# cpu_run_ctrl

cpu_run_ctrl, wiring by layer:
Only two layers are drawn.
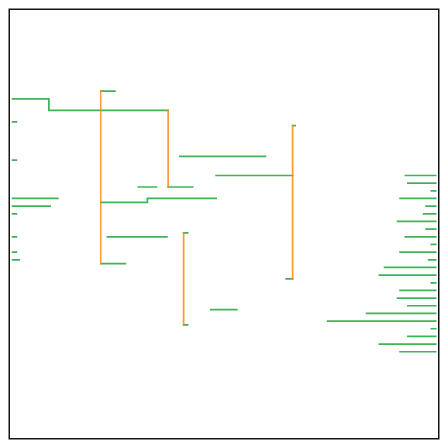

[src/rtl/cpu_run_ctrl.sv]
// Run controller for the single-cycle core: holds the core in reset, loads the entry PC,
// gates commits (free run or single step) and stops on halt, timeout or abort.
module cpu_run_ctrl #(
  parameter int PC_W    = 10,
  parameter int CYC_W   = 16,
  parameter int TIMEOUT = 100
) (
  input  logic             clk,
  input  logic             reset,
  input  logic             start,
  input  logic             abort,
  input  logic             step_mode,
  input  logic             step_req,
  input  logic [PC_W-1:0]  start_addr,
  input  logic             halt_in,
  output logic             core_rst,
  output logic             pc_load,
  output logic [PC_W-1:0]  pc_load_val,
  output logic             core_en,
  output logic             busy,
  output logic             done,
  output logic             timed_out,
  output logic [CYC_W-1:0] cycle_cnt,
  output logic [2:0]       dbg_state
);

  localparam logic [2:0] S_IDLE      = 3'd0;
  localparam logic [2:0] S_INIT      = 3'd1;
  localparam logic [2:0] S_RUN       = 3'd2;
  localparam logic [2:0] S_STEP_WAIT = 3'd3;
  localparam logic [2:0] S_STEP_EXEC = 3'd4;
  localparam logic [2:0] S_DONE      = 3'd5;

  localparam bit               TIMEOUT_EN = (TIMEOUT != 0);
  localparam logic [CYC_W-1:0] TIMEOUT_M1 = CYC_W'(TIMEOUT - 1);

  logic [2:0]       state_q, state_d;
  logic [PC_W-1:0]  pc_q, pc_d;
  logic [CYC_W-1:0] cnt_q, cnt_d;
  logic             to_q, to_d;

  logic exec;
  logic halt_hit;
  logic timeout_hit;
  logic cnt_sat;

  // start and step_req are single-cycle pulses with no ready: a pulse that arrives
  // in a state that does not accept it is dropped, never queued.
  assign exec        = (state_q == S_RUN) || (state_q == S_STEP_EXEC);
  assign halt_hit    = exec && halt_in;
  assign timeout_hit = exec && TIMEOUT_EN && (cnt_q == TIMEOUT_M1);
  assign cnt_sat     = &cnt_q;

  always_comb begin
    state_d = state_q;
    pc_d    = pc_q;
    cnt_d   = cnt_q;
    to_d    = to_q;

    // Every committed instruction is counted, including the one committing under abort.
    if (exec && !cnt_sat) begin
      cnt_d = cnt_q + 1'b1;
    end

    case (state_q)
      S_IDLE, S_DONE: begin
        if (start) begin
          state_d = S_INIT;
          pc_d    = start_addr;
          cnt_d   = '0;
          to_d    = 1'b0;
        end
      end
      S_INIT: begin
        state_d = step_mode ? S_STEP_WAIT : S_RUN;
      end
      S_RUN: begin
        if (halt_hit) begin
          state_d = S_DONE;
          to_d    = 1'b0;
        end else if (timeout_hit) begin
          state_d = S_DONE;
          to_d    = 1'b1;
        end
      end
      S_STEP_WAIT: begin
        if (step_req) begin
          state_d = S_STEP_EXEC;
        end
      end
      S_STEP_EXEC: begin
        if (halt_hit) begin
          state_d = S_DONE;
          to_d    = 1'b0;
        end else if (timeout_hit) begin
          state_d = S_DONE;
          to_d    = 1'b1;
        end else begin
          state_d = S_STEP_WAIT;
        end
      end
      default: begin
        state_d = S_IDLE;
      end
    endcase

    if (abort) begin
      state_d = S_IDLE;
      to_d    = 1'b0;
    end
  end

  always_ff @(posedge clk) begin
    if (reset) begin
      state_q <= S_IDLE;
      pc_q    <= '0;
      cnt_q   <= '0;
      to_q    <= 1'b0;
    end else begin
      state_q <= state_d;
      pc_q    <= pc_d;
      cnt_q   <= cnt_d;
      to_q    <= to_d;
    end
  end

  assign core_rst    = (state_q == S_IDLE);
  assign pc_load     = (state_q == S_INIT);
  assign pc_load_val = pc_q;
  assign core_en     = exec;
  assign busy        = (state_q == S_INIT) || (state_q == S_RUN) ||
                       (state_q == S_STEP_WAIT) || (state_q == S_STEP_EXEC);
  assign done        = (state_q == S_DONE);
  assign timed_out   = to_q;
  assign cycle_cnt   = cnt_q;
  assign dbg_state   = state_q;

endmodule

[config.mk]
export PLATFORM = sky130hd
export DESIGN_NAME = cpu_run_ctrl
export DESIGN_NICKNAME = d
export VERILOG_FILES = /design/src/rtl/cpu_run_ctrl.sv
export SDC_FILE = /design/constraint.sdc
export NUM_CORES = 1
export LEC_CHECK = 0
export CORE_MARGIN = 5
export CORE_UTILIZATION = 36
export CTS_BUF_LIST = sky130_fd_sc_hd__clkbuf_4 sky130_fd_sc_hd__clkbuf_8
export DETAILED_ROUTE_END_ITERATION = 10
export PLACE_DENSITY = 0.72
export REMOVE_ABC_BUFFERS = 1
export SLEW_MARGIN = 20
export SYNTH_ARGS = -nofsm -noshare
export SYNTH_HDL_FRONTEND = slang
export SYNTH_SLANG_ARGS = --single-unit
[constraint.sdc]
create_clock -name clk -period 2.25 [get_ports clk]
set_clock_uncertainty 0.15 [all_clocks]
set_input_delay 0.45 -clock clk [delete_from_list [all_inputs] [get_ports clk]]
set_output_delay 0.45 -clock clk [all_outputs]
set_load 0.02 [all_outputs]
# rf_write_arbiter

<file path="config.mk">
export PLATFORM = sky130hd
export DESIGN_NAME = rf_write_arbiter
export DESIGN_NICKNAME = d
export VERILOG_FILES = /design/src/rtl/rf_write_arbiter.sv
export SDC_FILE = /design/constraint.sdc
export NUM_CORES = 1
export LEC_CHECK = 0
export CORE_UTILIZATION = 38
export CTS_CLUSTER_SIZE = 8
export DETAILED_ROUTE_END_ITERATION = 8
export GPL_TIMING_DRIVEN = 0
export PLACE_DENSITY_LB_ADDON = 0.2
export SYNTH_ARGS = -nofsm -noshare
export SYNTH_HDL_FRONTEND = slang
export SYNTH_SLANG_ARGS = --single-unit
</file>
<file path="constraint.sdc">
create_clock -name i_clk -period 5.7 [get_ports i_clk]
set_input_delay 1.71 -clock i_clk [delete_from_list [all_inputs] [get_ports i_clk]]
set_output_delay 1.71 -clock i_clk [all_outputs]
set_load 0.005 [all_outputs]
</file>
<file path="src/rtl/rf_write_arbiter.sv">
// Arbitrates the single register-file write port between WB (priority) and queued MUL/DIV results,
// forcing a drain after STARVE_LIMIT starved cycles. Optional macro: MD_BYPASS_EN (same-cycle MD write).
module rf_write_arbiter #(
  parameter int DATA_WIDTH   = 32,
  parameter int FIFO_DEPTH   = 2,
  parameter int STARVE_LIMIT = 4
) (
  input  logic                  i_clk,
  input  logic                  i_rst,
  input  logic                  i_wb_RegWrite,
  input  logic [4:0]            i_wb_Rd,
  input  logic [DATA_WIDTH-1:0] i_wb_Data,
  input  logic                  i_md_valid,
  output logic                  o_md_ready,
  input  logic [4:0]            i_md_Rd,
  input  logic [DATA_WIDTH-1:0] i_md_Data,
  output logic                  o_rf_RegWrite,
  output logic [4:0]            o_rf_Rd,
  output logic [DATA_WIDTH-1:0] o_rf_WriteData,
  output logic                  o_pipe_stall,
  output logic [31:0]           o_pend_mask,
  output logic                  o_dbg_state
);
  localparam int PW = (FIFO_DEPTH > 1) ? $clog2(FIFO_DEPTH) : 1;
  localparam int CW = $clog2(FIFO_DEPTH + 1);
  localparam int SW = $clog2(STARVE_LIMIT + 1);
  localparam logic [CW-1:0] FULL_CNT   = CW'(FIFO_DEPTH);
  localparam logic [SW-1:0] STARVE_MAX = SW'(STARVE_LIMIT);

  typedef enum logic {S_NORMAL = 1'b0, S_FORCE = 1'b1} state_t;

  state_t                  state_q, state_d;
  logic [CW-1:0]           count_q, count_d;
  logic [PW-1:0]           rd_ptr_q, wr_ptr_q;
  logic [SW-1:0]           starve_q, starve_d;
  logic [FIFO_DEPTH-1:0]   valid_q, valid_d;
  logic [4:0]              q_rd_q [FIFO_DEPTH];
  logic [4:0]              rd_d   [FIFO_DEPTH];
  logic [DATA_WIDTH-1:0]   q_data_q [FIFO_DEPTH];
  logic [31:0]             pend_q, mask_d;

  logic                    full, empty, wb_req, md_xfer;
  logic                    push, pop, bypass, stall;
  logic                    rf_we;
  logic [4:0]              rf_rd;
  logic [DATA_WIDTH-1:0]   rf_data;

  // MD handshake: a result transfers on a rising edge where i_md_valid and o_md_ready are both
  // high; ready depends only on registered occupancy and reset, never on i_md_valid.
  assign full       = (count_q == FULL_CNT);
  assign empty      = (count_q == '0);
  assign wb_req     = i_wb_RegWrite && (i_wb_Rd != 5'd0);
  assign o_md_ready = !full && !i_rst;
  assign md_xfer    = i_md_valid && o_md_ready && (i_md_Rd != 5'd0);

  always_comb begin
    state_d = state_q;
    stall   = 1'b0;
    rf_we   = 1'b0;
    rf_rd   = '0;
    rf_data = '0;
    pop     = 1'b0;
    bypass  = 1'b0;
    case (state_q)
      S_FORCE: begin
        stall   = 1'b1;
        state_d = S_NORMAL;
        if (!empty) begin
          rf_we   = 1'b1;
          rf_rd   = q_rd_q[rd_ptr_q];
          rf_data = q_data_q[rd_ptr_q];
          pop     = 1'b1;
        end
      end
      default: begin
        if (wb_req) begin
          rf_we   = 1'b1;
          rf_rd   = i_wb_Rd;
          rf_data = i_wb_Data;
        end else if (!empty) begin
          rf_we   = 1'b1;
          rf_rd   = q_rd_q[rd_ptr_q];
          rf_data = q_data_q[rd_ptr_q];
          pop     = 1'b1;
`ifdef MD_BYPASS_EN
        end else if (md_xfer) begin
          rf_we   = 1'b1;
          rf_rd   = i_md_Rd;
          rf_data = i_md_Data;
          bypass  = 1'b1;
`endif
        end
      end
    endcase

    push = md_xfer && !bypass;

    // A result counts as starved from the cycle it is enqueued while WB holds the port.
    if (pop)
      starve_d = '0;
    else if (wb_req && (!empty || push))
      starve_d = starve_q + 1'b1;
    else
      starve_d = '0;
    if (state_q == S_NORMAL && starve_d == STARVE_MAX)
      state_d = S_FORCE;

    valid_d = valid_q;
    rd_d    = q_rd_q;
    if (pop)
      valid_d[rd_ptr_q] = 1'b0;
    if (push) begin
      valid_d[wr_ptr_q] = 1'b1;
      rd_d[wr_ptr_q]    = i_md_Rd;
    end
    mask_d = '0;
    for (int i = 0; i < FIFO_DEPTH; i++)
      if (valid_d[i]) mask_d[rd_d[i]] = 1'b1;

    count_d = count_q;
    case ({push, pop})
      2'b10:   count_d = count_q + 1'b1;
      2'b01:   count_d = count_q - 1'b1;
      default: count_d = count_q;
    endcase
  end

  always_ff @(posedge i_clk) begin
    if (i_rst) begin
      state_q  <= S_NORMAL;
      count_q  <= '0;
      rd_ptr_q <= '0;
      wr_ptr_q <= '0;
      starve_q <= '0;
      valid_q  <= '0;
      pend_q   <= '0;
      for (int i = 0; i < FIFO_DEPTH; i++) q_rd_q[i] <= '0;
    end else begin
      state_q  <= state_d;
      count_q  <= count_d;
      rd_ptr_q <= rd_ptr_q + PW'(pop);
      wr_ptr_q <= wr_ptr_q + PW'(push);
      starve_q <= starve_d;
      valid_q  <= valid_d;
      pend_q   <= mask_d;
      q_rd_q   <= rd_d;
    end
  end

  always_ff @(posedge i_clk) begin
    if (!i_rst && push)
      q_data_q[wr_ptr_q] <= i_md_Data;
  end

  assign o_rf_RegWrite  = rf_we && !i_rst;
  assign o_rf_Rd        = rf_rd;
  assign o_rf_WriteData = rf_data;
  assign o_pipe_stall   = stall;
  assign o_pend_mask    = pend_q;
  assign o_dbg_state    = (state_q == S_FORCE);

endmodule
</file>

==> screenshots <==
Where the registers sit.
picture 1
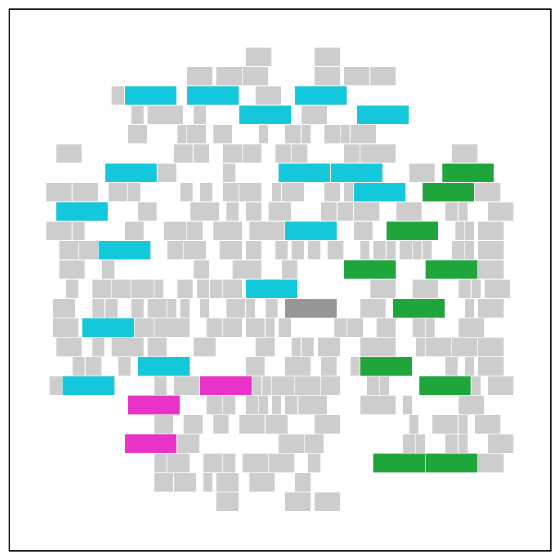
picture 2
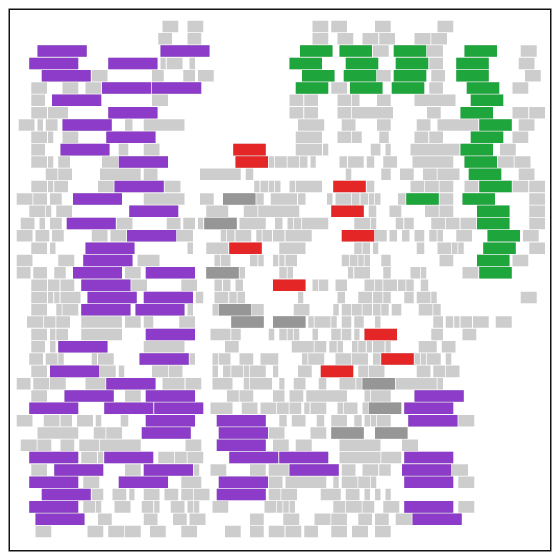
The one with the most sequential cells is picture 2.
| from | picture |
|---|---|
| rf_write_arbiter | picture 2 |
| cpu_run_ctrl | picture 1 |

Key to picture 1:
Key: `cycle_cnt` = cyan [placed flops 16]; `pc_load_val` = green [placed flops 10]; `dbg_state` = magenta [placed flops 3]

rf_write_arbiter, I/O nets highlighted:
Bar = 20 um.
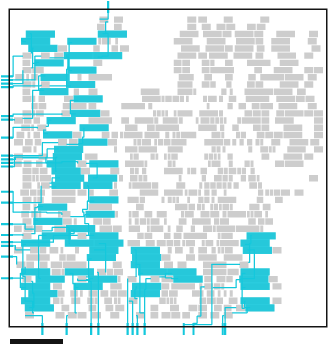
Key: `i_md_Data` = cyan [bits 32, direction input, edge 19 west, 12 south, 1 north, end cells 64, buffers 32, wire 973 um]
I/O pin count: 151
input/output buffers: 150

rf_write_arbiter, cell placement:
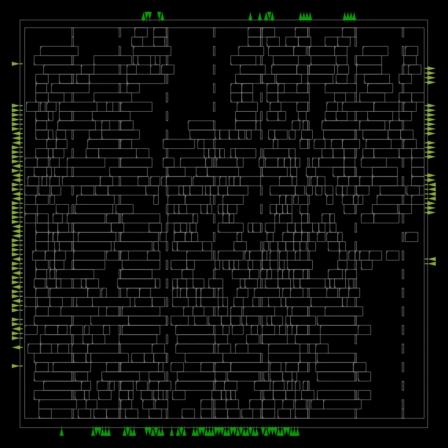
final-layout fill cell count: 1,185
sequential portion of the cell area: 38.97%
number of standard-cell rows in the floorplan: 42

==> impl_metrics.xml, rf_write_arbiter <==
<?xml version="1.0" encoding="UTF-8"?>
<metrics>
  <group name="outcome">
    <metric name="run_status" unit="">completed</metric>
  </group>
  <group name="clock_network">
    <metric name="number_of_buffers_inserted_during_clock_tree_synthesis" unit="">17</metric>
    <metric name="clockRootBuffer" unit="">sky130_fd_sc_hd__clkbuf_16</metric>
    <metric name="tritoncts_num_sinks" unit="">116</metric>
    <metric name="post_cts_resize_count" unit="">71</metric>
  </group>
  <group name="cells_and_area">
    <metric name="top_area_cell_class" unit="">flip-flops and latches</metric>
    <metric name="lay_top_cells" unit="">sky130_fd_sc_hd__clkdlybuf4s50_1, sky130_fd_sc_hd__edfxtp_1, sky130_fd_sc_hd__nand2_1, sky130_fd_sc_hd__dfxtp_1, sky130_fd_sc_hd__dlygate4sd2_1</metric>
    <metric name="final_design_area_no_fill" unit="um^2">7602</metric>
  </group>
  <group name="place">
    <metric name="place_hpwl" unit="um">10080</metric>
  </group>
  <group name="sta">
    <metric name="rsz_0062_raised_after_global_routing" unit="">false</metric>
    <metric name="setup_viol" unit="">0</metric>
    <metric name="min_period_over_period" unit="%">97.81</metric>
  </group>
  <group name="drt">
    <metric name="detailroute.via_count" unit="">4333</metric>
  </group>
  <group name="yosys">
    <metric name="ys_top_cells_by_area" unit="">sky130_fd_sc_hd__edfxtp_1, sky130_fd_sc_hd__dfxtp_1, sky130_fd_sc_hd__mux2i_1, sky130_fd_sc_hd__a22o_1, sky130_fd_sc_hd__o31ai_1</metric>
    <metric name="post_synth_xor_area_fraction" unit="%">0.5031</metric>
  </group>
  <group name="power">
    <metric name="power_density" unit="nW/um^2">338.4</metric>
  </group>
  <group name="grt">
    <metric name="grtUsageMet1" unit="%">24.41</metric>
    <metric name="met3_usage" unit="%">5.891</metric>
  </group>
  <group name="critical_path">
    <metric name="worstPathRequired" unit="ps">3990</metric>
    <metric name="crit_path_cell_trace" unit="">clkdlybuf4s50_1 -&gt; or4_4 -&gt; o211a_1 -&gt; buf_4 -&gt; clkbuf_8 -&gt; clkbuf_4 -&gt; nand2_1 -&gt; o31ai_2 -&gt; dlygate4sd2_1</metric>
  </group>
</metrics>
cpu_run_ctrl, metal 2:
Bar = 20 um.
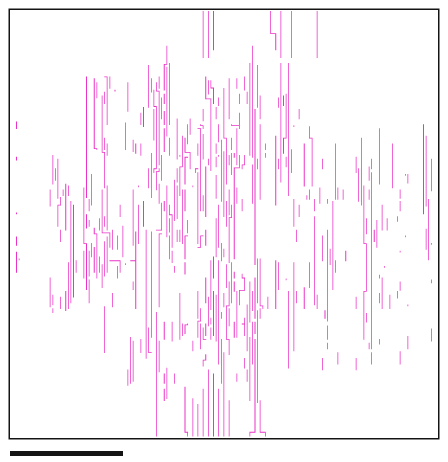
The layer holds 43% of the routed length. The layer carries 1,910 um of wire. The longest straight run is 31.3 um.
count of vias placed by the detailed router: 1,667
global routing met2 resource utilization: 23.37%
routed wire length: 4443 um

cpu_run_ctrl, cell placement:
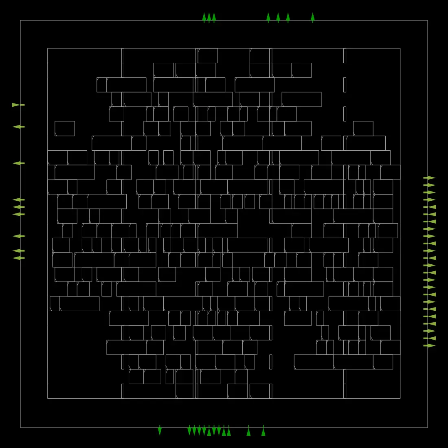
placeable core region: 4294 um^2
tap cells: 52

## Picture notes: 'wiring by layer' of cpu_run_ctrl
Key: metal 3 = green [wire length 266 um]; metal 4 = orange [wire length 87.7 um]
wire length per cell: 14.66 um
all-layer global routing usage: 15.48%

==> impl_metrics.xml, cpu_run_ctrl <==
<?xml version="1.0" encoding="UTF-8"?>
<metrics>
  <group name="place">
    <metric name="finalWeightedCongestion" unit="">0.7727</metric>
    <metric name="port-buffer-count" unit="">51</metric>
    <metric name="place_hpwl" unit="um">3248</metric>
    <metric name="post_place_setup_slack" unit="ps">-65.99</metric>
  </group>
  <group name="cells_and_area">
    <metric name="finish.cell_count_without_fillers" unit="">303</metric>
    <metric name="lay_top_count" unit="">sky130_fd_sc_hd__clkdlybuf4s50_1</metric>
  </group>
  <group name="yosys">
    <metric name="number_of_flops_mapped_to_enable_cells_by_yosys" unit="">0</metric>
    <metric name="chip_area_from_the_yosys_synthesis_statistics" unit="um^2">1565</metric>
    <metric name="top_area_share" unit="%">38.37</metric>
  </group>
  <group name="drt">
    <metric name="detailedRoute.firstPassIterationCount" unit="">4</metric>
    <metric name="antenna_violating_nets_post_route" unit="">0</metric>
  </group>
  <group name="power">
    <metric name="combinationalPowerShare" unit="%">14.3</metric>
    <metric name="clockNetworkPower" unit="W">0.000456</metric>
  </group>
  <group name="outcome">
    <metric name="run_status" unit="">completed</metric>
  </group>
  <group name="sta">
    <metric name="slew_headroom" unit="%">49.77</metric>
  </group>
  <group name="critical_path">
    <metric name="crit_type" unit="">reg -&gt; out</metric>
  </group>
</metrics>

Power and IR drop assume default switching activity.
